# ---- design 1 ----
**Design 1: PDN straps and rails**

Pins as bars on the die edge. Tap cells in gray.
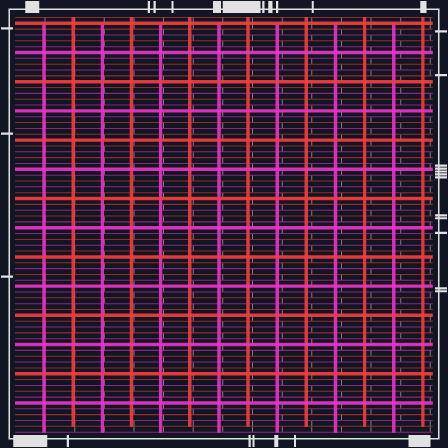
==> src/rtl/servo_pwm_dsm_array.sv <==
// rtl/servo_pwm_dsm_array.sv - per-channel PWM and delta-sigma servo outputs behind an Avalon-MM register slave
// Delta-sigma accumulators exist only when SERVO_PWM_DSM_DSM_EN is defined; otherwise servo_dsm is tied low.
module servo_pwm_dsm_array #(
  parameter int CHANNELS         = 8,
  parameter int WIDTH            = 16,
  parameter int DEFAULT_PRESCALE = 99,
  parameter int DEFAULT_PERIOD   = 19999
) (
  input  logic                clk,
  input  logic                reset_n,
  input  logic [4:0]          avs_address,
  input  logic                avs_read,
  output logic [31:0]         avs_readdata,
  input  logic                avs_write,
  input  logic [31:0]         avs_writedata,
  output logic [CHANNELS-1:0] servo_pwm,
  output logic [CHANNELS-1:0] servo_dsm,
  output logic                frame_irq
);

  localparam logic [WIDTH-1:0] ALL_ONES = '1;
  localparam logic [7:0]       CH_COUNT = 8'(CHANNELS);

  logic                r_en;
  logic                r_irqen;
  logic                r_frame;
  logic [WIDTH-1:0]    r_period;
  logic [WIDTH-1:0]    r_prescale;
  logic [WIDTH-1:0]    r_pcnt;
  logic [WIDTH-1:0]    r_fcnt;
  logic [WIDTH-1:0]    r_pulse  [CHANNELS];
  logic [WIDTH-1:0]    r_shadow [CHANNELS];
  logic [CHANNELS-1:0] r_pwm;
  logic [31:0]         r_rdata;

  logic                w_wr_ctrl;
  logic                w_wr_period;
  logic                w_wr_prescale;
  logic                w_w1c_frame;
  logic                w_en_nxt;
  logic                w_dsmen;
  logic                w_run;
  logic                w_tick;
  logic                w_wrap;
  logic                w_unused_wdata;
  logic [WIDTH-1:0]    w_pcnt_nxt;
  logic [WIDTH-1:0]    w_fcnt_nxt;
  logic [WIDTH-1:0]    w_pulse_nxt  [CHANNELS];
  logic [WIDTH-1:0]    w_shadow_nxt [CHANNELS];
  logic [CHANNELS-1:0] w_pwm_nxt;
  logic [31:0]         w_rdata_nxt;

  assign w_wr_ctrl      = avs_write && (avs_address == 5'd0);
  assign w_wr_period    = avs_write && (avs_address == 5'd1);
  assign w_wr_prescale  = avs_write && (avs_address == 5'd2);
  assign w_w1c_frame    = avs_write && (avs_address == 5'd3) && avs_writedata[0];
  assign w_en_nxt       = w_wr_ctrl ? avs_writedata[0] : r_en;
  assign w_unused_wdata = ^avs_writedata;

  // Counters only run while EN is set now and stays set; a clearing write parks them at 0 at once.
  assign w_run      = r_en && w_en_nxt;
  assign w_tick     = w_run && (r_pcnt == r_prescale);
  assign w_wrap     = w_tick && ((r_fcnt == r_period) || (r_fcnt == ALL_ONES));
  assign w_pcnt_nxt = (!w_run || w_tick) ? '0 : r_pcnt + 1'b1;
  assign w_fcnt_nxt = (!w_run || w_wrap) ? '0 : (w_tick ? r_fcnt + 1'b1 : r_fcnt);

  always_comb begin
    for (int i = 0; i < CHANNELS; i++) begin
      w_pulse_nxt[i] = r_pulse[i];
      if (avs_write && (avs_address == 5'(16 + i)))
        w_pulse_nxt[i] = avs_writedata[WIDTH-1:0];
      // Wrap captures the pre-write pulse so a same-cycle write lands one frame later.
      w_shadow_nxt[i] = !r_en ? w_pulse_nxt[i] : (w_wrap ? r_pulse[i] : r_shadow[i]);
      w_pwm_nxt[i]    = w_en_nxt && (w_fcnt_nxt < w_shadow_nxt[i]);
    end
  end

  always_comb begin
    w_rdata_nxt = '0;
    case (avs_address)
      5'd0:    w_rdata_nxt = {29'd0, w_dsmen, r_irqen, r_en};
      5'd1:    w_rdata_nxt[WIDTH-1:0] = r_period;
      5'd2:    w_rdata_nxt[WIDTH-1:0] = r_prescale;
      5'd3:    w_rdata_nxt = {16'd0, CH_COUNT, 7'd0, r_frame};
      default: begin
        for (int i = 0; i < CHANNELS; i++)
          if (avs_address == 5'(16 + i))
            w_rdata_nxt[WIDTH-1:0] = r_pulse[i];
      end
    endcase
  end

  always_ff @(posedge clk) begin
    if (!reset_n) begin
      r_en       <= 1'b0;
      r_irqen    <= 1'b0;
      r_frame    <= 1'b0;
      r_period   <= WIDTH'(DEFAULT_PERIOD);
      r_prescale <= WIDTH'(DEFAULT_PRESCALE);
      r_pcnt     <= '0;
      r_fcnt     <= '0;
      r_pwm      <= '0;
      r_rdata    <= '0;
      for (int i = 0; i < CHANNELS; i++) begin
        r_pulse[i]  <= '0;
        r_shadow[i] <= '0;
      end
    end else begin
      r_en    <= w_en_nxt;
      r_irqen <= w_wr_ctrl ? avs_writedata[1] : r_irqen;
      if (w_wr_period)
        r_period <= avs_writedata[WIDTH-1:0];
      if (w_wr_prescale)
        r_prescale <= avs_writedata[WIDTH-1:0];
      // A wrap on the same edge as a W1C keeps FRAME set.
      r_frame <= w_wrap ? 1'b1 : (w_w1c_frame ? 1'b0 : r_frame);
      r_pcnt  <= w_pcnt_nxt;
      r_fcnt  <= w_fcnt_nxt;
      r_pwm   <= w_pwm_nxt;
      r_rdata <= avs_read ? w_rdata_nxt : '0;
      for (int i = 0; i < CHANNELS; i++) begin
        r_pulse[i]  <= w_pulse_nxt[i];
        r_shadow[i] <= w_shadow_nxt[i];
      end
    end
  end

`ifdef SERVO_PWM_DSM_DSM_EN
  logic                r_dsmen;
  logic [WIDTH:0]      r_acc [CHANNELS];
  logic [CHANNELS-1:0] r_dsm;
  logic                w_dsmen_nxt;
  logic [WIDTH:0]      w_acc_nxt [CHANNELS];

  assign w_dsmen_nxt = w_wr_ctrl ? avs_writedata[2] : r_dsmen;
  assign w_dsmen     = r_dsmen;
  assign servo_dsm   = r_dsm;

  // First-order modulator on the live pulse value; the carry out is the output bit.
  always_comb begin
    for (int i = 0; i < CHANNELS; i++)
      w_acc_nxt[i] = w_dsmen_nxt ? ({1'b0, r_acc[i][WIDTH-1:0]} + {1'b0, r_pulse[i]}) : '0;
  end

  always_ff @(posedge clk) begin
    if (!reset_n) begin
      r_dsmen <= 1'b0;
      r_dsm   <= '0;
      for (int i = 0; i < CHANNELS; i++)
        r_acc[i] <= '0;
    end else begin
      r_dsmen <= w_dsmen_nxt;
      for (int i = 0; i < CHANNELS; i++) begin
        r_acc[i] <= w_acc_nxt[i];
        r_dsm[i] <= w_acc_nxt[i][WIDTH];
      end
    end
  end
`else
  assign w_dsmen   = 1'b0;
  assign servo_dsm = '0;
`endif

  assign servo_pwm    = r_pwm;
  assign avs_readdata = r_rdata;
  assign frame_irq    = r_frame & r_irqen;

endmodule

==> config.mk <==
export PLATFORM = sky130hd
export DESIGN_NAME = servo_pwm_dsm_array
export DESIGN_NICKNAME = d
export VERILOG_FILES = /design/src/rtl/servo_pwm_dsm_array.sv
export SDC_FILE = /design/constraint.sdc
export NUM_CORES = 1
export LEC_CHECK = 0
export ABC_AREA = 1
export ABC_CLOCK_PERIOD_IN_PS = 7250
export CORE_MARGIN = 2
export CORE_UTILIZATION = 48
export DETAILED_ROUTE_END_ITERATION = 7
export GPL_TIMING_DRIVEN = 0
export PLACE_DENSITY_LB_ADDON = 0.12
export SLEW_MARGIN = 30
export SYNTH_ARGS = -nofsm -noshare
export SYNTH_HDL_FRONTEND = slang
export SYNTH_SLANG_ARGS = --single-unit
==> constraint.sdc <==
create_clock -name clk -period 7.25 [get_ports clk]
set_clock_uncertainty 0.05 [all_clocks]
set_input_delay 1.45 -clock clk [delete_from_list [all_inputs] [get_ports clk]]
set_output_delay 1.45 -clock clk [all_outputs]
set_load 0.03 [all_outputs]
==> run summary <==
The flow run is done. The run finished with clean final reports. Max-cap check violation count landed at 0. The launch point of the worst min-delay path is recorded as r_pcnt[0]. After clock tree synthesis, the clock-pin slew on the worst setup and hold paths is 0.06 ns. Per the layout area report, the combinational fraction of cell area is 46.8%. STA lists the startpoint of the worst register-to-register path as r_prescale[15]. Worst-case reg-to-reg path depth landed at 21. Proportion of final cell area spent on non-clock buffers landed at 6.52%. The worst hold path belongs to the class reg -> reg.

Area of the placeable core landed at 37600 um2. Weighted congestion reported at the end of routability-driven placement landed at 1.06. Maximum operating frequency landed at 200 MHz. Count of clock-net buffers in the final layout landed at 59.

The via count of the first global-routing pass is 17.2k. Sequential-to-total area share from yosys stat landed at 37.9%. Setup repair after global routing left no endpoint under its margin. Per the STA report, the cell with the highest stage delay on the worst path is nor2_4. Setup slack after layout landed at 2.24 ns. Yosys stat counts 2684 cells in the synthesized netlist.

Number of warning messages in the yosys log landed at 0. The first global-routing pass estimated 107000 um of wire. The script parses the final routing iteration and logs DRC violations as 0. Buffers plus inverters on the worst setup path landed at 4. Per the final timing report, the hold violations number 0. Counting every instance in the synthesized netlist gives 2684. The tightest hold path in the finished design has a slack of 0.422 ns.

The worst setup path is captured at a flop. Leakage power total landed at 0.00941 uW. By instance count, the leading cell after synthesis is nand2_1.

Multi-input combinational cell count landed at 1950. Die outline area landed at 39700 um2. Required time of the worst setup path landed at 7.70 ns. Post-synthesis share of cell area spent on and, or, nand and nor gates landed at 27.2%.

In this run, synthesis inferred 0 flip-flops with an integrated enable. Adder and majority gate portion of the synthesized area landed at 8.34%. Post-CTS repair ended up resizing 0 cells. Summing all placed instances gives a cell area of 19600 um2. Among the non-sequential cells, simple AND/OR/NAND/NOR gates take the most area. Post-route setup TNS landed at 0 ns.

Antenna cell count landed at 1. The worst path uses 69.1% of the clock period. Sorting the synthesized cells by area gives the leading types as dfxtp_1 (38%), nand2_1 (14%), ha_1 (8.3%).

Looking at the reg2reg group, the worst path ends at servo_pwm[6]. Looking at the clock tree report, the root buffer type is clkbuf_16. Core utilization of the finished layout landed at 55.5%.
Notes on 'PDN straps and rails' of design 1 above:
- VDD: red
- VSS: magenta
- met1 rails: 72
- rows: 71
VDD IR-drop max: 0.148 mV
die height: 199 um

[where the power goes]
group / leakage, uW / internal (uW) / switching [uW] / total (uW)
clock: 0.000615 / 1130 / 848 / 1980
sequential: 0.00280 / 1930 / 12.7 / 1940
combinational: 0.00599 / 68.9 / 203 / 272
total: 0.00941 / 3130 / 1060 / 4200
[worst max path at each step]
stage / slack, ns / end / depth (start not counted) / start
6_report: 2.24 / servo_pwm[6] / 19 / avs_address[3]
2_1_floorplan: 2.93 / servo_pwm[2] / 19 / avs_address[0]
4_1_cts: 2.34 / servo_pwm[6] / 20 / avs_address[3]
3_3_place_gp: 0.41 / servo_pwm[4] / 19 / avs_address[3]
3_5_place_dp: 1.77 / servo_pwm[6] / 20 / avs_address[3]
5_1_grt: 2.07 / servo_pwm[6] / 19 / avs_address[3]
[registers in the layout, indices dropped and copies added (netlist names)]
name          cells
avs_readdata     16
r_en              1
r_fcnt           16
r_frame           1
r_irqen           1
r_pcnt           16
r_period         16
r_prescale       16
r_pulse         128
r_shadow        128
servo_pwm         8
[metal layers]
layer  global-route usage [%]  wire, um  share of wire (%)
met5                        0         0                  0
met4                     17.6      3580                4.9
met3                     8.42      8220                 11
met2                     55.2     30800                 42
met1                     50.1     30200                 41

# ---- design 2 ----
## config.mk

```make
export PLATFORM = sky130hd
export DESIGN_NAME = fns_serial_encoder
export DESIGN_NICKNAME = d
export VERILOG_FILES = /design/src/rtl/fns_serial_encoder.sv
export SDC_FILE = /design/constraint.sdc
export NUM_CORES = 1
export LEC_CHECK = 0
export CAP_MARGIN = 30
export CORE_MARGIN = 3
export CORE_UTILIZATION = 40
export CTS_CLUSTER_DIAMETER = 100
export DETAILED_ROUTE_END_ITERATION = 7
export PLACE_DENSITY = 0.66
export SLEW_MARGIN = 25
export SYNTH_ARGS = -nofsm -noshare
export SYNTH_HDL_FRONTEND = slang
export SYNTH_SLANG_ARGS = --single-unit
```

## constraint.sdc

```tcl
create_clock -name clock -period 7.4 [get_ports clock]
set_input_delay 1.48 -clock clock [delete_from_list [all_inputs] [get_ports clock]]
set_output_delay 1.48 -clock clock [all_outputs]
set_load 0.005 [all_outputs]
```

## src/rtl/fns_serial_encoder.sv

```systemverilog
// fns_serial_encoder: serial encoder from an unsigned integer to a
// forbidden-transition-free (Fibonacci) codeword. One codeword bit is resolved
// per cycle, MSB first. Codeword bit k carries weight F(k+1), with F(1)=F(2)=1.
// Optional feature macro: FNS_RANGE_CHECK_EN adds input range checking (err).
//
// Handshake: both sides use valid/ready. A word moves only on a rising edge
// where valid and ready are both high. in_ready is high only in IDLE, and
// out_valid is high only in DONE. codeout and err hold steady from the rise of
// out_valid until the edge that accepts them.
module fns_serial_encoder #(
  parameter int CODE_W = 5,
  // F(n) = round(phi^n / sqrt(5)). The body checks this value against an exact
  // integer recurrence.
  localparam int DATA_W =
    $clog2(int'((1.6180339887498949 ** real'(CODE_W + 2)) / 2.2360679774997896))
) (
  input  logic              clock,
  input  logic              rst_n,
  input  logic              in_valid,
  output logic              in_ready,
  input  logic [DATA_W-1:0] datain,
  output logic              out_valid,
  input  logic              out_ready,
  output logic [CODE_W-1:0] codeout,
  output logic              busy,
  output logic              err
);

  function automatic int unsigned fib(input int k);
    int unsigned a, b, t;
    a = 1;
    b = 1;
    for (int n = 3; n <= k; n++) begin
      t = a + b;
      a = b;
      b = t;
    end
    return (k <= 0) ? 0 : b;
  endfunction

  localparam int IW = $clog2(CODE_W);
  localparam int TW = $clog2(CODE_W + 2);
  localparam int unsigned F_TOP = fib(CODE_W + 1);

  if (CODE_W < 3 || CODE_W > 24) begin : g_bad_code_w
    $error("fns_serial_encoder: CODE_W must be in 3..24");
  end
  if ($clog2(fib(CODE_W + 2)) != DATA_W) begin : g_bad_data_w
    $error("fns_serial_encoder: DATA_W does not match ceil(log2(F(CODE_W+2)))");
  end

  // Fibonacci weights F(0)..F(CODE_W+1), indexed by bit position.
  logic [31:0] fib_tab [CODE_W+2];
  for (genvar g = 0; g < CODE_W + 2; g++) begin : g_fib
    assign fib_tab[g] = 32'(fib(g));
  end

  typedef enum logic [1:0] {IDLE, ENC, DONE} state_t;

  state_t            state, state_nx;
  logic [DATA_W-1:0] r, r_nx;
  logic [IW-1:0]     i, i_nx, i_up;
  logic [CODE_W-1:0] code, code_nx;
  logic [TW-1:0]     idx1, idx2;
  logic              bit_val;
  logic [31:0]       r_ext;

`ifdef FNS_RANGE_CHECK_EN
  localparam int unsigned F_LIM = fib(CODE_W + 2);
  logic err_q, err_nx;
  logic oor, oor_nx;
`endif

  assign r_ext = 32'(r);
  assign idx1  = TW'(i) + TW'(1);
  assign idx2  = TW'(i) + TW'(2);
  assign i_up  = i + IW'(1);

  // State register and datapath registers.
  always_ff @(posedge clock or negedge rst_n) begin
    if (!rst_n) begin
      state <= IDLE;
      r     <= '0;
      i     <= '0;
      code  <= '0;
`ifdef FNS_RANGE_CHECK_EN
      err_q <= 1'b0;
      oor   <= 1'b0;
`endif
    end else begin
      state <= state_nx;
      r     <= r_nx;
      i     <= i_nx;
      code  <= code_nx;
`ifdef FNS_RANGE_CHECK_EN
      err_q <= err_nx;
      oor   <= oor_nx;
`endif
    end
  end

  // Next-state logic and the per-cycle bit decision.
  always_comb begin
    state_nx = state;
    r_nx     = r;
    i_nx     = i;
    code_nx  = code;
    bit_val  = 1'b0;
`ifdef FNS_RANGE_CHECK_EN
    err_nx   = err_q;
    oor_nx   = oor;
`endif
    case (state)
      IDLE: begin
        if (in_valid) begin
          r_nx     = datain;
          i_nx     = IW'(CODE_W - 1);
          code_nx  = '0;
          state_nx = ENC;
`ifdef FNS_RANGE_CHECK_EN
          err_nx   = 1'b0;
          oor_nx   = (32'(datain) >= F_LIM);
`endif
        end
      end
      ENC: begin
`ifdef FNS_RANGE_CHECK_EN
        if (oor) begin
          code_nx  = '0;
          err_nx   = 1'b1;
          oor_nx   = 1'b0;
          state_nx = DONE;
        end else
`endif
        begin
          // The MSB has no upper neighbour and bit 0 takes the leftover
          // remainder. Inner bits copy their upper neighbour when the remainder
          // sits in the ambiguous band [F(k+1), F(k+2)). That copy is what keeps
          // 010 and 101 out of the codeword.
          if (i == IW'(CODE_W - 1)) begin
            bit_val = (r_ext >= F_TOP);
          end else if (i == '0) begin
            bit_val = r[0];
          end else if (r_ext < fib_tab[idx1]) begin
            bit_val = 1'b0;
          end else if (r_ext >= fib_tab[idx2]) begin
            bit_val = 1'b1;
          end else begin
            bit_val = code[i_up];
          end
          code_nx[i] = bit_val;
          if (bit_val) begin
            r_nx = r - DATA_W'(fib_tab[idx1]);
          end
          if (i == '0) begin
            state_nx = DONE;
          end else begin
            i_nx = i - IW'(1);
          end
        end
      end
      DONE: begin
        if (out_ready) begin
          state_nx = IDLE;
        end
      end
      default: state_nx = IDLE;
    endcase
  end

  assign in_ready  = (state == IDLE);
  assign out_valid = (state == DONE);
  assign busy      = (state == ENC) || (state == DONE);
  assign codeout   = code;
`ifdef FNS_RANGE_CHECK_EN
  assign err = err_q;
`else
  assign err = 1'b0;
`endif

endmodule

```

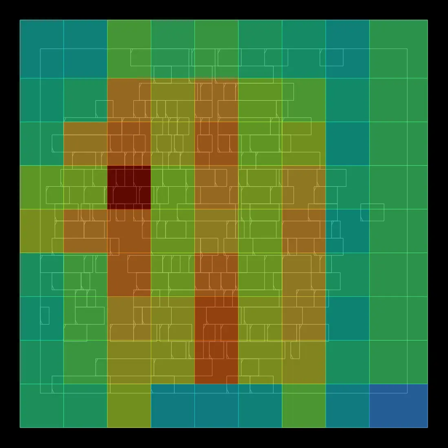
**Above:** design 2 (routing congestion map).
fraction of the core area covered by cells at the end of the flow: 49.9%
overall track demand over capacity in global routing: 15.7%
met2 usage in global routing: 25.5%
routing layer with the top usage in global route: met2

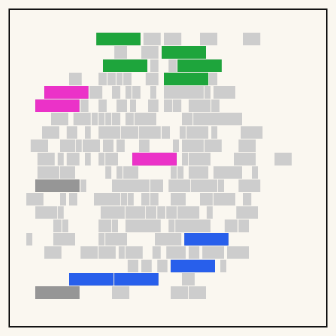
**Above:** design 2 (sequential cells grouped by signal name).
- i: magenta (placed flops 3)
- r: blue (placed flops 4; where south)
- codeout: green (placed flops 5; where north)
- not colored: 2
total sequential power: 160 uW
Sequential Area: 350 um2
sequential share of cell area: 22.3%

==> run summary <==
The flow run is done. The area recorded from the Yosys report for this design is 1360 um2. After synthesis, the most frequently instantiated cells are ha_1 (21), inv_1 (15), dfrtp_1 (14), nand2_1 (14), nand3_1 (10). Entering global routing, the biggest net connects 19 pins. Post-synthesis share of cell area spent on and, or, nand and nor gates landed at 14.1%. Estimated wirelength of the detail-placed design landed at 2280 um.

The final weighted congestion recorded by global placement is 0.874. Logic depth along the worst register-to-register path is recorded as 9. Internal power consumption landed at 402 uW. Tapcell count landed at 44. Looking at the max-slew report, the worst-margin pin has a slew of 0.692 ns.

Per the CTS log, the maximum H-tree level is 1. The initialized floorplan defines 20 standard-cell rows. Per the OpenROAD timing report, the critical path contains 9 cells.

Counting along the longest clock path gives a buffer depth of 2. Looking at the post-CTS report, the setup buffer insertion count equals 0. Detailed routing placed a total of 85 um of wire on met3.

The worst setup path is captured at a flop. For hold timing, the worst endpoint is state[1]. Net count after synthesis landed at 175. The critical path's slowest stage uses the library cell dfrtp_1. Post-CTS clock slew at the launch and capture registers of the worst setup and hold paths landed at 0.09 ns. The data required time reported for the critical path is 7.59 ns. For this configuration, the core starts out at a cell density of 43.3%.

The cell-mix breakdown from Yosys lists the compound-gate area share as 18.6%. The clock drives 14 sinks. Data arrival time of the critical path landed at 3.38 ns.

In this run the critical register-to-register path is captured at r[2]. Sequential-to-total area share from yosys stat landed at 25.7%. The final layout report lists a clock buffer count of 4. Parity-gate share of the synthesized area counting xor and xnor cells landed at 2.66%.

Sequential cell count landed at 14. Looking at the VDD voltage map, the peak drop is 0.253 mV. Proportion of final cell area spent on non-clock buffers landed at 9.55%. Count of final setup violators landed at 0. Multi-input combinational cell count landed at 111. The analysis attributes to net switching a power of 382 uW. The report lists the number of cells resized after CTS as 0. Between the synthesized netlist and the finished layout, the area growth was recorded as 15.3%.

The routed design shows a wire length per standard cell of 14.1 um. Number of antenna violations at the first check in global routing landed at 0. Hold buffer count at cts landed at 0. In the setup report, the worst path falls into the class reg -> reg. The layout has 15 inverters outside the clock class. At the later pin of the worst-skew pair, clock insertion delay measures 0.29 ns. Minimum clock period after layout landed at 3.20 ns. In the Yosys stats the netlist draws on 42 distinct library cells.

The final layout contains routed wiring with a total length of 2850 um. Portion of total power attributed to sequential cells landed at 20.4%. Share of the synthesized area in the top cell type landed at 25.7%. Per the layout area report, the combinational fraction of cell area is 58.8%.

Filler cell count landed at 324. 17 I/O pins were placed. The horizontal die dimension reported for this design is 64.4 um. The clock network takes up 2.31% of total cell area after layout. The largest cell class by area is logic gates. The flow ran to the end, and the final reports show no timing, DRC or antenna violations. Before any placement, the netlist area is recorded as 1360 um2. In this design, the stage delay of the slowest critical-path cell is 0.65 ns.
kinds of logic (layout without fill, tap and decap cells):
| group | after synthesis | count (layout) |
|---|---|---|
| buf+inv | 20 | 34 |
| fa+ha+maj | 22 | 22 |
| mux | 13 | 13 |
| other cells | 1 | 1 |
| compound gates | 32 | 32 |
| simple gates | 41 | 41 |
| xor+xnor | 2 | 2 |
| flops | 14 | 14 |
routing by layer:
| layer | vias up | track usage [%] |
|---|---|---|
| met5 | - | 0 |
| met4 | 0 | 7.12 |
| met3 | 5 | 1.76 |
| met2 | 20 | 25.5 |
| met1 | 535 | 20.9 |
| li1 | 541 | - |
flip-flops by register name, summed over array words and instances, names as in the netlist:
register / count
codeout: 5
i: 3
r: 4
state: 2
per-stage QoR:
step,cells,util (%),setup WS (ns),hold WS (ns),total power [uW]
detailed placement,199,48.7,4.19,0.515,727
global route,203,49.9,4.01,0.573,872
finish,203,49.9,4.20,0.538,784
global placement,199,48.7,4.24,0.501,716
floorplan,145,-,4.58,0.486,591
CTS,203,49.9,4.19,0.537,791
power groups by stage:
stage	registers [uW]	clock network, uW	logic, uW
finish	160	58.7	565
global route	167	64.9	640
CTS	160	59.8	571
detailed placement	162	0	565
global placement	161	0	555
floorplan	138	0	453

# ---- design 3 ----
$ cat config.mk
export PLATFORM = sky130hd
export DESIGN_NAME = lightsaber_settings_regs_flat
export DESIGN_NICKNAME = d
export VERILOG_FILES = /design/src/rtl/lightsaber_settings_regs_if.sv /design/src/rtl/lightsaber_settings_regs.sv /design/src/flat_wrapper.sv
export SDC_FILE = /design/constraint.sdc
export NUM_CORES = 1
export LEC_CHECK = 0
export ABC_AREA = 1
export CAP_MARGIN = 20
export CORE_MARGIN = 3
export CORE_UTILIZATION = 34
export DETAILED_ROUTE_END_ITERATION = 16
export PLACE_DENSITY = 0.78
export SLEW_MARGIN = 20
export SYNTH_ARGS = -nofsm -noshare
export SYNTH_HDL_FRONTEND = slang
export SYNTH_HIERARCHICAL = 1
export SYNTH_SLANG_ARGS = --single-unit
export TNS_END_PERCENT = 30
$ cat constraint.sdc
create_clock -name clk -period 0.8 [get_ports clk]
set_clock_uncertainty 0.15 [all_clocks]
set_input_delay 0.24 -clock clk [delete_from_list [all_inputs] [get_ports clk]]
set_output_delay 0.24 -clock clk [all_outputs]
set_load 0.005 [all_outputs]
$ cat src/rtl/lightsaber_settings_regs_if.sv
// Settings bus for the lightsaber controller: user requests in, registered settings out.
// Port names follow the controller's established signal names.
interface lightsaber_settings_regs_if #(
    parameter int COLOR_W = 8,
    parameter int CFG_W   = 2,
    parameter int IN_W    = 2,
    parameter int DEC_W   = 6
);
    logic [COLOR_W-1:0] Ri;
    logic [COLOR_W-1:0] Gi;
    logic [COLOR_W-1:0] Bi;
    logic [CFG_W-1:0]   configSet;
    logic [IN_W-1:0]    Ini;
    logic [DEC_W-1:0]   Deci;

    logic [COLOR_W-1:0] Ro;
    logic [COLOR_W-1:0] Go;
    logic [COLOR_W-1:0] Bo;
    logic [CFG_W-1:0]   configOut;
    logic [IN_W-1:0]    Ino;
    logic [DEC_W-1:0]   Deco;

    modport master (
        output Ri, Gi, Bi, configSet, Ini, Deci,
        input  Ro, Go, Bo, configOut, Ino, Deco
    );

    modport slave (
        input  Ri, Gi, Bi, configSet, Ini, Deci,
        output Ro, Go, Bo, configOut, Ino, Deco
    );
endinterface

$ cat src/rtl/lightsaber_settings_regs.sv
// Registered settings store: colour, blade config and length, one DFF per bit with
// a synchronous active-high clear. Values pass through verbatim with 1-cycle latency.
module lightsaber_settings_dff (
    input  logic clk,
    input  logic rst,
    input  logic d,
    output logic q
);
    always_ff @(posedge clk) begin
        q <= rst ? 1'b0 : d;
    end
endmodule

module lightsaber_settings_regs #(
    parameter int COLOR_W = 8,
    parameter int CFG_W   = 2,
    parameter int IN_W    = 2,
    parameter int DEC_W   = 6
) (
    input  logic                     clk,
    input  logic                     rst,
    lightsaber_settings_regs_if.slave bus
);
    localparam int TOT_W = 3 * COLOR_W + CFG_W + IN_W + DEC_W;

    logic [TOT_W-1:0] d;
    logic [TOT_W-1:0] q;

    // All fields share one flat bit vector so every bit gets an identical cell.
    assign d = {bus.Ri, bus.Gi, bus.Bi, bus.configSet, bus.Ini, bus.Deci};
    assign {bus.Ro, bus.Go, bus.Bo, bus.configOut, bus.Ino, bus.Deco} = q;

    for (genvar i = 0; i < TOT_W; i++) begin : g_bit
        lightsaber_settings_dff u_dff (
            .clk (clk),
            .rst (rst),
            .d   (d[i]),
            .q   (q[i])
        );
    end
endmodule

$ cat src/flat_wrapper.sv
// flat-port wrapper written by rule: the top's interface ports become plain ports
module lightsaber_settings_regs_flat 
#(
    parameter int COLOR_W = 8,
    parameter int CFG_W   = 2,
    parameter int IN_W    = 2,
    parameter int DEC_W   = 6
)
  (clk, rst, bus_Ri, bus_Gi, bus_Bi, bus_configSet, bus_Ini, bus_Deci, bus_Ro, bus_Go, bus_Bo, bus_configOut, bus_Ino, bus_Deco);
  lightsaber_settings_regs_if #(.COLOR_W(COLOR_W), .CFG_W(CFG_W), .IN_W(IN_W), .DEC_W(DEC_W)) bus_i ();
  input  logic clk;
  input  logic rst;
  input wire logic [$bits(bus_i.Ri)-1:0] bus_Ri;
  input wire logic [$bits(bus_i.Gi)-1:0] bus_Gi;
  input wire logic [$bits(bus_i.Bi)-1:0] bus_Bi;
  input wire logic [$bits(bus_i.configSet)-1:0] bus_configSet;
  input wire logic [$bits(bus_i.Ini)-1:0] bus_Ini;
  input wire logic [$bits(bus_i.Deci)-1:0] bus_Deci;
  output wire logic [$bits(bus_i.Ro)-1:0] bus_Ro;
  output wire logic [$bits(bus_i.Go)-1:0] bus_Go;
  output wire logic [$bits(bus_i.Bo)-1:0] bus_Bo;
  output wire logic [$bits(bus_i.configOut)-1:0] bus_configOut;
  output wire logic [$bits(bus_i.Ino)-1:0] bus_Ino;
  output wire logic [$bits(bus_i.Deco)-1:0] bus_Deco;
  assign bus_i.Ri = bus_Ri;
  assign bus_i.Gi = bus_Gi;
  assign bus_i.Bi = bus_Bi;
  assign bus_i.configSet = bus_configSet;
  assign bus_i.Ini = bus_Ini;
  assign bus_i.Deci = bus_Deci;
  assign bus_Ro = bus_i.Ro;
  assign bus_Go = bus_i.Go;
  assign bus_Bo = bus_i.Bo;
  assign bus_configOut = bus_i.configOut;
  assign bus_Ino = bus_i.Ino;
  assign bus_Deco = bus_i.Deco;
  lightsaber_settings_regs #(.COLOR_W(COLOR_W), .CFG_W(CFG_W), .IN_W(IN_W), .DEC_W(DEC_W)) u_core (.clk(clk), .rst(rst), .bus(bus_i));
endmodule
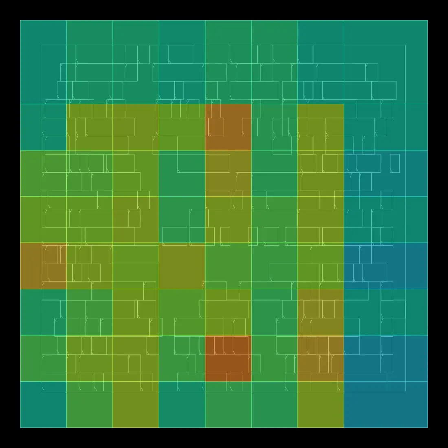
**Above:** design 3 (routing congestion map).
global routing met1 resource utilization: 10.7%
met3 Usage GRT: 10.4%

==> run summary <==
The flow run is done. Area figure in the yosys stat output landed at 1020 um2. The synthesized instance count is 102. Worst slack after detailed placement landed at -0.393 ns. Number of setup buffers added after CTS landed at 0. Broken down by cell family, the worst path's largest delay share belongs to flip-flops. Per the log, the first TritonRoute iteration ended with a DRC count of 12. The synthesis run identifies the leading combinational cell family as simple AND/OR/NAND/NOR gates. The routed layout has 818 vias. Delay of the slowest cell on the worst path landed at 0.33 ns. The cell-mix breakdown from Yosys lists the simple-gate area share as 20.8%. And-or/or-and share of the synthesized area landed at 0%. In the final timing run, aggregate negative setup slack is -11.31 ns. The number of maximum-capacitance violations recorded for the run is 0. Count of final setup violators landed at 34.

Starting utilization of the core area landed at 36.4%. Area of the mapped netlist landed at 1020 um2. The region available for standard cell placement spans 2810 um2. In this run the worst setup path begins at u_core/g_bit[29].u_dff/q. Count of antenna-violating nets left after detailed routing landed at 0. The detailed router reports a met3 wire length of 361 um. Post-CTS clock slew at the launch and capture registers of the worst setup and hold paths landed at 0.10 ns. Entering global routing, the biggest net connects 18 pins. Final routed wire length divided by cell count landed at 9.87 um. Post-detailed-routing wire length landed at 2090 um. Area overhead of the layout relative to synthesis landed at 66.7%. The tree is rooted in a clkbuf_4. Estimated wirelength of the detail-placed design landed at 1720 um. Measured against the total synthesized area, the mux share comes to 0%. Buffers plus inverters on the worst setup path landed at 1.

The run finished, with violations left. In the post-route analysis, the smallest setup slack over all paths is -0.349 ns. Number of clock sinks landed at 34. The startpoint identified for the worst hold timing path is rst. The most used flip-flop cell after synthesis is dfxtp_1. STA classifies the critical path startpoint as a flop. The largest registers in the layout are u_core/g_bit.u_dff/q x34.

The checks that failed: setup timing. The synthesis run shows the most used standard cells to be dfxtp_1 (34), inv_1 (34), nor2_2 (34). On the critical path, the stage with the largest delay is an instance of dfxtp_2.

Counting the fill cells in the layout gives 259. The highest layer touched by signal routing is met4. Met2 routed wirelength landed at 1030 um. The DRC violation total left in the routed layout is recorded as 0. In the final design database the tool counted 216 nets. Maximum buffer depth of the clock tree landed at 2.

After its last routability iteration, the placer logged a weighted congestion of 0.647.
## kinds of logic after synthesis
| family | after synthesis |
|---|---|
| simple gates | 34 |
| flops | 34 |
| buf+inv | 34 |
## layout by cell type, fill, tap and decap left out
master / count
clkdlybuf4s50_1: 34
inv_1: 34
nor2_2: 34
buf_2: 32
dfxtp_1: 28
dfxtp_2: 6
clkbuf_4: 5
buf_6: 3
buf_12: 2
clkinv_2: 1
clkbuf_8: 1
clkbuf_1: 1
## final cells by class
type | count | area [um2] | share of cell area (%)
inverter | 34 | 128 | 7.50
timing repair buffer | 71 | 574 | 33.8
tap | 31 | 38.8 | 2.28
clock inverter | 1 | 5.00 | 0.294
clock buffer | 7 | 55.1 | 3.24
multi-input combinational | 34 | 213 | 12.5
sequential | 34 | 688 | 40.4
## what timing repair did
item | 4_1_cts | 5_1_grt
gates resized | 139 | 6
endpoints found under the setup margin | 34 | 34
hold buffers | 0 | 0
## power by group
| part | switching [uW] | internal (uW) |
|---|---|---|
| clock | 515 | 426 |
| combinational | 164 | 278 |
| sequential | 19.6 | 1780 |
## per-layer routing
metal	up-vias	global-route usage, %
met4	0	4.64
li1	429	-
met3	2	10.4
met5	-	0
met2	47	19.8
met1	340	10.7

# ---- design 4 ----
**Design 4: sequential cells grouped by signal name**

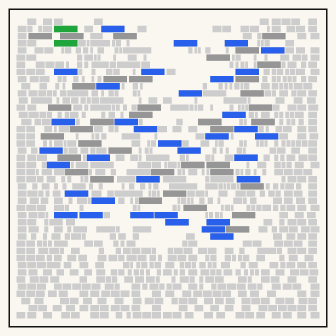
**src/rtl/mux_pkg.sv**
```systemverilog
// Shared types and helpers for the pipelined word selector.
// Holds the skid-buffer state encoding and a clog2 helper.
package mux_pkg;

    typedef enum logic [1:0] {
        ST_EMPTY = 2'd0,
        ST_ONE   = 2'd1,
        ST_TWO   = 2'd2
    } skid_state_t;

    function automatic int clog2(input int v);
        int r;
        r = 0;
        while ((1 << r) < v) r++;
        return r;
    endfunction

endpackage

```
**src/rtl/mux_skid_buf.sv**
```systemverilog
// Two-entry skid buffer: M drives the outputs, S absorbs one stall.
// in_ready is registered so out_ready never reaches it combinationally.
module mux_skid_buf
    import mux_pkg::*;
#(
    parameter int W = 35
) (
    input  logic         clk,
    input  logic         reset,
    input  logic [W-1:0] in_data,
    input  logic         in_valid,
    output logic         in_ready,
    output logic [W-1:0] out_data,
    output logic         out_valid,
    input  logic         out_ready
);

    skid_state_t  state_q, state_d;
    logic [W-1:0] m_q, m_d;
    logic [W-1:0] s_q, s_d;
    logic         ready_q;
    logic         push, pop;

    assign push      = in_valid & ready_q;
    assign out_valid = (state_q != ST_EMPTY);
    assign pop       = out_valid & out_ready;
    assign in_ready  = ready_q;
    assign out_data  = m_q;

    always_comb begin
        state_d = state_q;
        m_d     = m_q;
        s_d     = s_q;
        case (state_q)
            ST_EMPTY: begin
                if (push) begin
                    state_d = ST_ONE;
                    m_d     = in_data;
                end
            end
            ST_ONE: begin
                if (push && pop) begin
                    m_d = in_data;
                end else if (push) begin
                    state_d = ST_TWO;
                    s_d     = in_data;
                end else if (pop) begin
                    state_d = ST_EMPTY;
                end
            end
            ST_TWO: begin
                // ready_q is low here, so only a pop can happen
                if (pop) begin
                    state_d = ST_ONE;
                    m_d     = s_q;
                    s_d     = '0;
                end
            end
            default: begin
                state_d = ST_EMPTY;
            end
        endcase
    end

    always_ff @(posedge clk or posedge reset) begin
        if (reset) begin
            state_q <= ST_EMPTY;
            m_q     <= '0;
            s_q     <= '0;
            ready_q <= 1'b0;
        end else begin
            state_q <= state_d;
            m_q     <= m_d;
            s_q     <= s_d;
            ready_q <= (state_d != ST_TWO);
        end
    end

endmodule

```
**src/rtl/mux_pipe_sel.sv**
```systemverilog
// N:1 word selector feeding a registered valid/ready skid buffer.
// Out-of-range selects forward zero and raise a sticky error flag.
module mux_pipe_sel
    import mux_pkg::*;
#(
    parameter int WIDTH    = 32,
    parameter int N_INPUTS = 8,
    parameter int SEL_W    = 3
) (
    input  logic                      clk,
    input  logic                      reset,
    input  logic [N_INPUTS*WIDTH-1:0] in_data,
    input  logic [SEL_W-1:0]          in_sel,
    input  logic                      in_valid,
    output logic                      in_ready,
    output logic [WIDTH-1:0]          out_data,
    output logic [SEL_W-1:0]          out_sel,
    output logic                      out_valid,
    input  logic                      out_ready,
    output logic                      sel_err,
    input  logic                      err_clr
);

    localparam int BW = WIDTH + SEL_W;

    logic [WIDTH-1:0] word;
    logic             hit;
    logic             accept;
    logic [BW-1:0]    buf_out;
    logic             sel_err_q;

    // A select with no matching word leaves hit low and word zero
    always_comb begin
        word = '0;
        hit  = 1'b0;
        for (int k = 0; k < N_INPUTS; k++) begin
            if (in_sel == SEL_W'(k)) begin
                word = in_data[k*WIDTH +: WIDTH];
                hit  = 1'b1;
            end
        end
    end

    assign accept = in_valid & in_ready;

    mux_skid_buf #(
        .W(BW)
    ) u_skid (
        .clk      (clk),
        .reset    (reset),
        .in_data  ({in_sel, word}),
        .in_valid (in_valid),
        .in_ready (in_ready),
        .out_data (buf_out),
        .out_valid(out_valid),
        .out_ready(out_ready)
    );

    assign out_sel  = buf_out[BW-1:WIDTH];
    assign out_data = buf_out[WIDTH-1:0];
    assign sel_err  = sel_err_q;

    always_ff @(posedge clk or posedge reset) begin
        if (reset) begin
            sel_err_q <= 1'b0;
        end else if (accept && !hit) begin
            sel_err_q <= 1'b1;
        end else if (err_clr) begin
            sel_err_q <= 1'b0;
        end
    end

endmodule

```
**config.mk**
```make
export PLATFORM = sky130hd
export DESIGN_NAME = mux_pipe_sel
export DESIGN_NICKNAME = d
export VERILOG_FILES = /design/src/rtl/mux_pkg.sv /design/src/rtl/mux_skid_buf.sv /design/src/rtl/mux_pipe_sel.sv
export SDC_FILE = /design/constraint.sdc
export NUM_CORES = 1
export LEC_CHECK = 0
export CORE_MARGIN = 2
export CORE_UTILIZATION = 40
export DETAILED_ROUTE_END_ITERATION = 6
export PLACE_DENSITY = 0.83
export SETUP_SLACK_MARGIN = 0.5
export SLEW_MARGIN = 30
export SYNTH_ARGS = -nofsm -noshare
export SYNTH_HDL_FRONTEND = slang
export SYNTH_SLANG_ARGS = --single-unit
```
**constraint.sdc**
```tcl
create_clock -name clk -period 3.5 [get_ports clk]
set_input_delay 0.875 -clock clk [delete_from_list [all_inputs] [get_ports clk]]
set_output_delay 0.875 -clock clk [all_outputs]
set_load 0.005 [all_outputs]
```
==> run summary <==
The flow run is done. The run finished with clean final reports. Internal power consumption landed at 3030 uW. Final standard cell count with taps included and fillers excluded landed at 1069. In this run the remaining antenna-violating nets after routing total 0. Per report_power, the Combinational row totals 1850 uW. Post-route setup TNS landed at 0 ns. The repair_antennas step left the layout with diodes totalling 2. Count of input and output buffers landed at 301.

Count of clock-net buffers in the final layout landed at 11. The first TritonRoute pass finished after 5 iterations. The share of total power dissipated in combinational logic is 41.5%.

In the CTS report, the clock slew at the register clock pins of the worst setup and hold paths is listed as 0.05 ns. Proportion of final cell area spent on non-clock buffers landed at 36.4%. The top cell type in the final layout, fill and taps aside, is clkdlybuf4s50_1. The tool flagged a number of max-cap violations equal to 0. Number of vias per cell landed at 5.62.
Notes on 'sequential cells grouped by signal name' of design 4 above:
- u_skid.s_q: blue (placed flops 35)
- u_skid.state_q: green (placed flops 2)
- not colored: 37
fraction of the core area covered by cells at the end of the flow: 67.3%
Sequential Area: 1850 um2
sequential share of cell area: 20.9%
total sequential power: 1520 uW

==> cell usage after synthesis (all sizes together) (5+ instances only) <==
| cell type | count | share of area (%) |
|---|---|---|
| mux2 | 26 | 5.5 |
| o22ai | 49 | 5.7 |
| nor2b | 8 | 0.93 |
| nand2 | 66 | 4.6 |
| a31oi | 23 | 2.7 |
| o21ai | 82 | 7.6 |
| inv | 6 | 0.42 |
| clkbuf | 19 | 1.3 |
| nor2 | 33 | 2.3 |
| a221oi | 6 | 1.6 |
| a21boi | 23 | 3.3 |
| o221ai | 6 | 0.97 |
| dfrtp | 74 | 34 |
| nand2b | 5 | 0.58 |
| a21oi | 38 | 3.5 |
| o22a | 9 | 1.5 |
| mux2i | 75 | 14 |
| buf | 41 | 5.1 |
==> critical path, stage by stage <==
cell	delay, ns
clkdlybuf4s50_1	0.64
buf_4	0.38
mux4_2	0.53
a21boi_0	0.15
nor3_1	0.24
o22ai_1	0.12
==> metal layers <==
layer  track usage, %  wire, um
met5                0         0
met4             10.2       784
met3             6.75      1830
met2             52.6     10800
met1             34.6      8180
==> state kept, by name, indices dropped and copies added (netlist names) <==
signal,count
u_skid.s_q,35
u_skid.state_q,2
u_skid.in_ready,1
u_skid.out_data,35
sel_err,1

# ---- design 5 ----
**Design 5: PDN straps and rails**

Pins as bars on the die edge. Tap cells in gray.
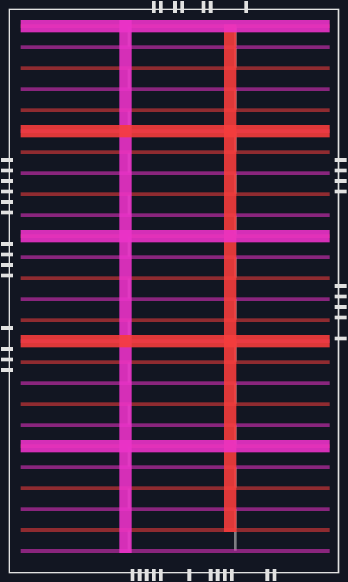
**Design 5: sequential cells grouped by signal name**

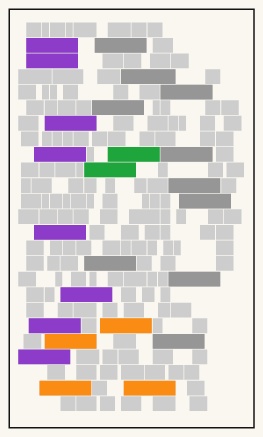
--- src/rtl/alu_cmd_sequencer.sv ---
// Command sequencer wrapping a 4-bit combinational ALU as an accumulator machine.
// Commands arrive over valid/ready; each produces one response carrying the accumulator.
//
// state | meaning
// IDLE  | waiting for a command, cmd_ready=1
// EXEC  | ALU inputs driven from captured command, accumulator updated at end of cycle
// RESP  | response held on rsp_* until rsp_ready

module alu_cmd_sequencer #(
    parameter int CNT_W = 8
) (
    input  logic             clk,
    input  logic             rst_n,
    input  logic             cmd_valid,
    output logic             cmd_ready,
    input  logic [3:0]       cmd_op,
    input  logic [3:0]       cmd_imm,
    output logic             rsp_valid,
    input  logic             rsp_ready,
    output logic [3:0]       rsp_data,
    output logic             rsp_zero,
    output logic             rsp_err,
    output logic [2:0]       alu_a,
    output logic [3:0]       alu_b,
    output logic [2:0]       alu_opcode,
    input  logic [3:0]       alu_result,
    output logic [CNT_W-1:0] op_count
);

    typedef enum logic [1:0] {
        IDLE = 2'd0,
        EXEC = 2'd1,
        RESP = 2'd2
    } state_t;

    state_t           state;
    state_t           state_nxt;
    logic [3:0]       acc;
    logic [3:0]       acc_nxt;
    logic [3:0]       op_q;
    logic [3:0]       imm_q;
    logic             err_q;
    logic             err_nxt;
    logic             zero_q;
    logic [CNT_W-1:0] op_count_q;
    logic             cmd_fire;
    logic             rsp_fire;

    assign cmd_fire = cmd_valid && cmd_ready;
    assign rsp_fire = rsp_valid && rsp_ready;

    always_ff @(posedge clk or negedge rst_n) begin
        if (!rst_n) begin
            state <= IDLE;
        end else begin
            state <= state_nxt;
        end
    end

    always_comb begin
        state_nxt = state;
        case (state)
            IDLE:    if (cmd_fire) state_nxt = EXEC;
            EXEC:    state_nxt = RESP;
            RESP:    if (rsp_fire) state_nxt = IDLE;
            default: state_nxt = IDLE;
        endcase
    end

    always_comb begin
        cmd_ready = (state == IDLE);
        rsp_valid = (state == RESP);
    end

    // Command decode: only the ALU ops take alu_result; illegal codes keep acc.
    always_comb begin
        acc_nxt = acc;
        err_nxt = 1'b0;
        case (op_q)
            4'b0000, 4'b0001, 4'b0010, 4'b0011, 4'b0100: acc_nxt = alu_result;
            4'b1000: acc_nxt = imm_q;
            4'b1001: acc_nxt = 4'h0;
            4'b1010: acc_nxt = acc;
            default: err_nxt = 1'b1;
        endcase
    end

    always_ff @(posedge clk or negedge rst_n) begin
        if (!rst_n) begin
            acc        <= 4'h0;
            op_q       <= 4'h0;
            imm_q      <= 4'h0;
            err_q      <= 1'b0;
            zero_q     <= 1'b1;
            op_count_q <= '0;
        end else begin
            if (cmd_fire) begin
                op_q  <= cmd_op;
                imm_q <= cmd_imm;
            end
            if (state == EXEC) begin
                acc    <= acc_nxt;
                err_q  <= err_nxt;
                zero_q <= (acc_nxt == 4'h0);
            end
            if (rsp_fire && (op_count_q != {CNT_W{1'b1}})) begin
                op_count_q <= op_count_q + CNT_W'(1);
            end
        end
    end

    assign alu_a      = imm_q[2:0];
    assign alu_b      = acc;
    assign alu_opcode = op_q[2:0];
    assign rsp_data   = acc;
    assign rsp_zero   = zero_q;
    assign rsp_err    = err_q;
    assign op_count   = op_count_q;

endmodule

--- config.mk ---
export PLATFORM = sky130hd
export DESIGN_NAME = alu_cmd_sequencer
export DESIGN_NICKNAME = d
export VERILOG_FILES = /design/src/rtl/alu_cmd_sequencer.sv
export SDC_FILE = /design/constraint.sdc
export NUM_CORES = 1
export LEC_CHECK = 0
export CAP_MARGIN = 25
export CORE_ASPECT_RATIO = 1.75
export CORE_UTILIZATION = 41
export CTS_BUF_LIST = sky130_fd_sc_hd__clkbuf_4
export DETAILED_ROUTE_END_ITERATION = 10
export GPL_TIMING_DRIVEN = 0
export PLACE_DENSITY = 0.78
export SLEW_MARGIN = 20
export SYNTH_ARGS = -nofsm -noshare
export SYNTH_HDL_FRONTEND = slang
export SYNTH_SLANG_ARGS = --single-unit
--- constraint.sdc ---
create_clock -name clk -period 1.51 [get_ports clk]
set_input_delay 0.302 -clock clk [delete_from_list [all_inputs] [get_ports clk]]
set_output_delay 0.302 -clock clk [all_outputs]
set_load 0.01 [all_outputs]
==> run summary <==
The flow run is done. The most critical setup path has its endpoint at rsp_zero. The final reports fail on setup timing. The layout summary lists the proportion of cells stronger than drive strength 1 as 34.8%. Tapcell count landed at 27.

Final routed wire length divided by cell count landed at 14.0 um. Parity-gate share of the synthesized area counting xor and xnor cells landed at 5.22%. The final report gives the standard cell area, fillers excluded, as 1820 um2. Setup slack after layout landed at -0.112 ns. Via count of the first global-routing pass landed at 1015. Per the post-route antenna check, the number of violating nets is 0. Buffers plus inverters on the worst setup path landed at 0. Share of flip-flops with an asynchronous set or reset after synthesis landed at 100%. Estimated wirelength of the detail-placed design landed at 1960 um. The synthesis report names the predominant flop master as dfrtp_1. Internal power consumption landed at 2120 uW. Final period utilization landed at 107%. Sequential cell count landed at 24. Clock latency at the later pin of the worst-skew pair landed at 0.30 ns. For reference, the top cells by count after synthesis are dfrtp_1 (23), buf_4 (10), nand2_1 (9), o21ai_0 (9), mux2_2 (8). STA classifies the critical path endpoint as a flop.

The first global-routing pass estimated 4410 um of wire. Multi-input combinational cell count landed at 67. Number of design rule violations left after detail routing landed at 0. Before placement the cells fill 43.2% of the core. STA lists the startpoint of the worst hold path as rsp_err. The buffer_ports step reported a buffer count of 41. Starting DRC count in detailed routing landed at 14.

Adder and majority gate portion of the synthesized area landed at 1.06%. Non-clock inverter instance count of the final layout landed at 2. Setup repair after global routing could not meet its margin everywhere. Number of register bits inferred by synthesis landed at 24. Entering global routing, the biggest net connects 25 pins.

The repair_antennas step left the layout with diodes totalling 0. Tool warning count landed at 29. Looking at the reg2reg group, the worst path ends at rsp_zero.

The final max-slew violation count recorded for this run is 0. Number of antenna violations at the first check in global routing landed at 0. The largest individual stage delay along the critical path comes from the cell dfrtp_1. The routed layout has 1021 vias. Count of final setup violators landed at 3. The most common cell in the synthesized netlist is dfrtp_1. The flow ran to the end, but the final reports show violations. For this run, the top clock speed supported by timing is 616 MHz.

At the end of the flow, the number of nets in the layout was 196. Leaving out fill and tap cells, the most frequent cell in the layout is buf_4.
## Picture notes: 'PDN straps and rails' of design 5
- VSS: magenta
- VDD: red
- met1 rails: 26
- rows: 25
- signal pins: 42
Chip Width: 42.5 um
VDD IR-drop max: 1.23 mV
die height: 72.8 um
placeable core region: 2720 um2

## Picture notes: 'sequential cells grouped by signal name' of design 5
- state: green (placed flops 2)
- op_q: orange (placed flops 4)
- op_count: purple (placed flops 8)
- not colored: 10
sequential share of cell area: 33.0%
fraction of the core area covered by cells at the end of the flow: 66.9%
total sequential power: 1050 uW
Sequential Area: 602 um2

## registers in the layout (all words and copies together), names as in the netlist
name and flops:
op_count 8, alu_b 4, imm_q 4, op_q 4, state 2, rsp_err 1, rsp_zero 1
## cells by family after synthesis
family                   count (synthesis)
AND-OR/OR-AND                           22
XOR/XNOR                                 7
adder cells (fa/ha/maj)                  1
buffers and inverters                   17
flip-flops                              24
multiplexers                             8
AND/OR/NAND/NOR                         29
## stage by stage
step	hold WS [ns]	worst slack (ns)	utilization (%)	std cells	total power, uW
after global placement	0.464	-0.165	59.5	176	2830
after CTS	0.508	-0.122	64.6	199	3240
final	0.498	-0.112	66.9	205	3310
after detailed placement	0.483	-0.221	59.5	176	2900
after global routing	0.545	-0.153	66.9	205	3560
after floorplan	0.00641	-0.0541	-	108	2120
## power by group through the flow
stage               clock [uW]  sequential [uW]  combinational, uW
floorplan                    0             1140                978
global placement             0             1120               1710
detailed placement           0             1130               1760
CTS                        289             1060               1900
global route               319             1090               2150
finish                     279             1050               1980
## layer usage
layer  share of wire [%]  vias up  track usage, %
met2                  59       25            37.3
li1                    -      505               -
met5                   0        -               0
met1                  38      489            19.8
met3                 2.8        2            1.49
met4                0.49        0            5.21


==> layout pictures side by side <==
Cell classes on the final placement.
Plate I
The bar under the picture is 20 um long.
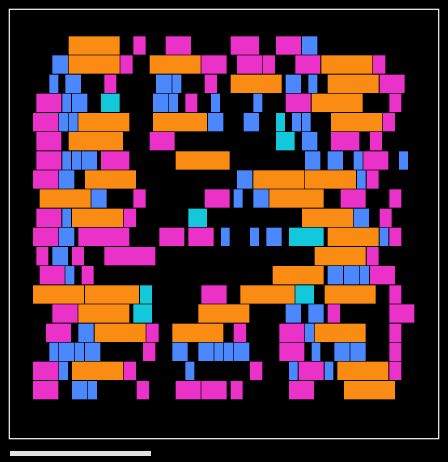
Plate II
The bar under the picture is 20 um long.
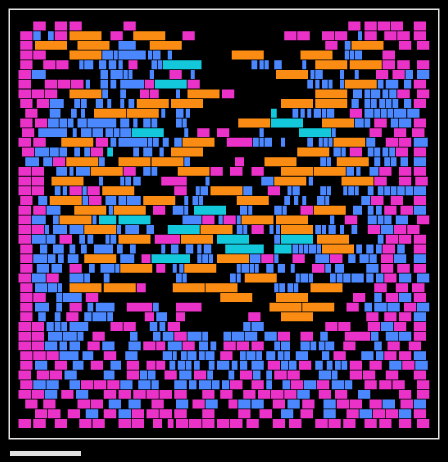
Plate III
The bar under the picture is 10 um long.
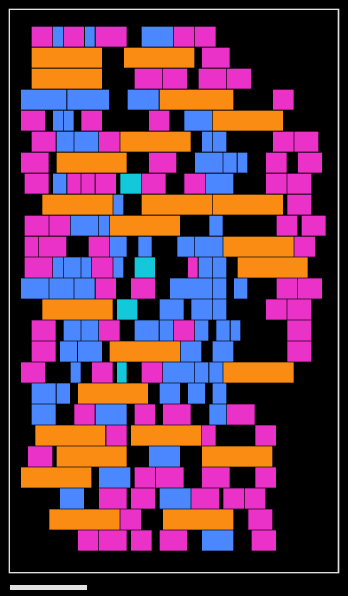
Plate IV
The bar under the picture is 50 um long.
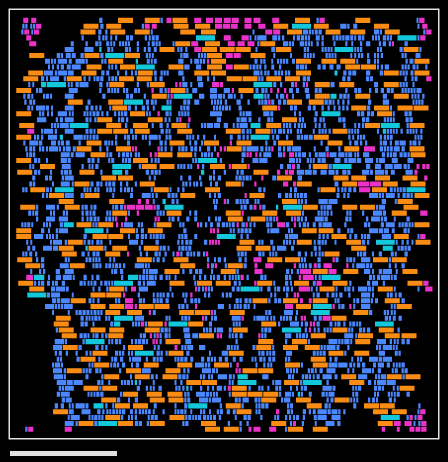
Plate V
The bar under the picture is 20 um long.
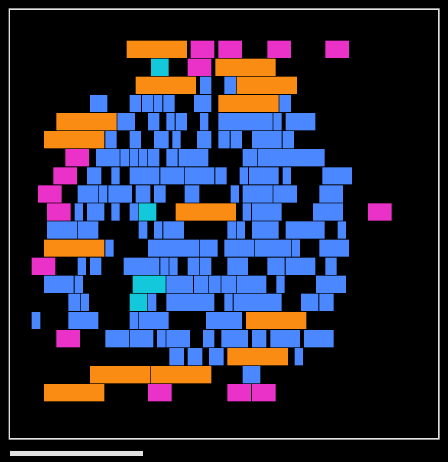
Of these, smallest die: Plate III
Of these, most sequential cells: Plate IV
- design 2 = Plate V
- design 3 = Plate I
- design 1 = Plate IV
- design 5 = Plate III
- design 4 = Plate II

Key to Plate V:
- remaining logic cells: blue (cells 126; share of their area 65%)
- registers: orange (cells 14; share of their area 23%)
- clock drivers and dummy loads: cyan (cells 4; share of their area 2.4%)
- remaining buffers and delay cells: magenta (cells 15; share of their area 9.9%)

Power is estimated from default activity; no workload was simulated.
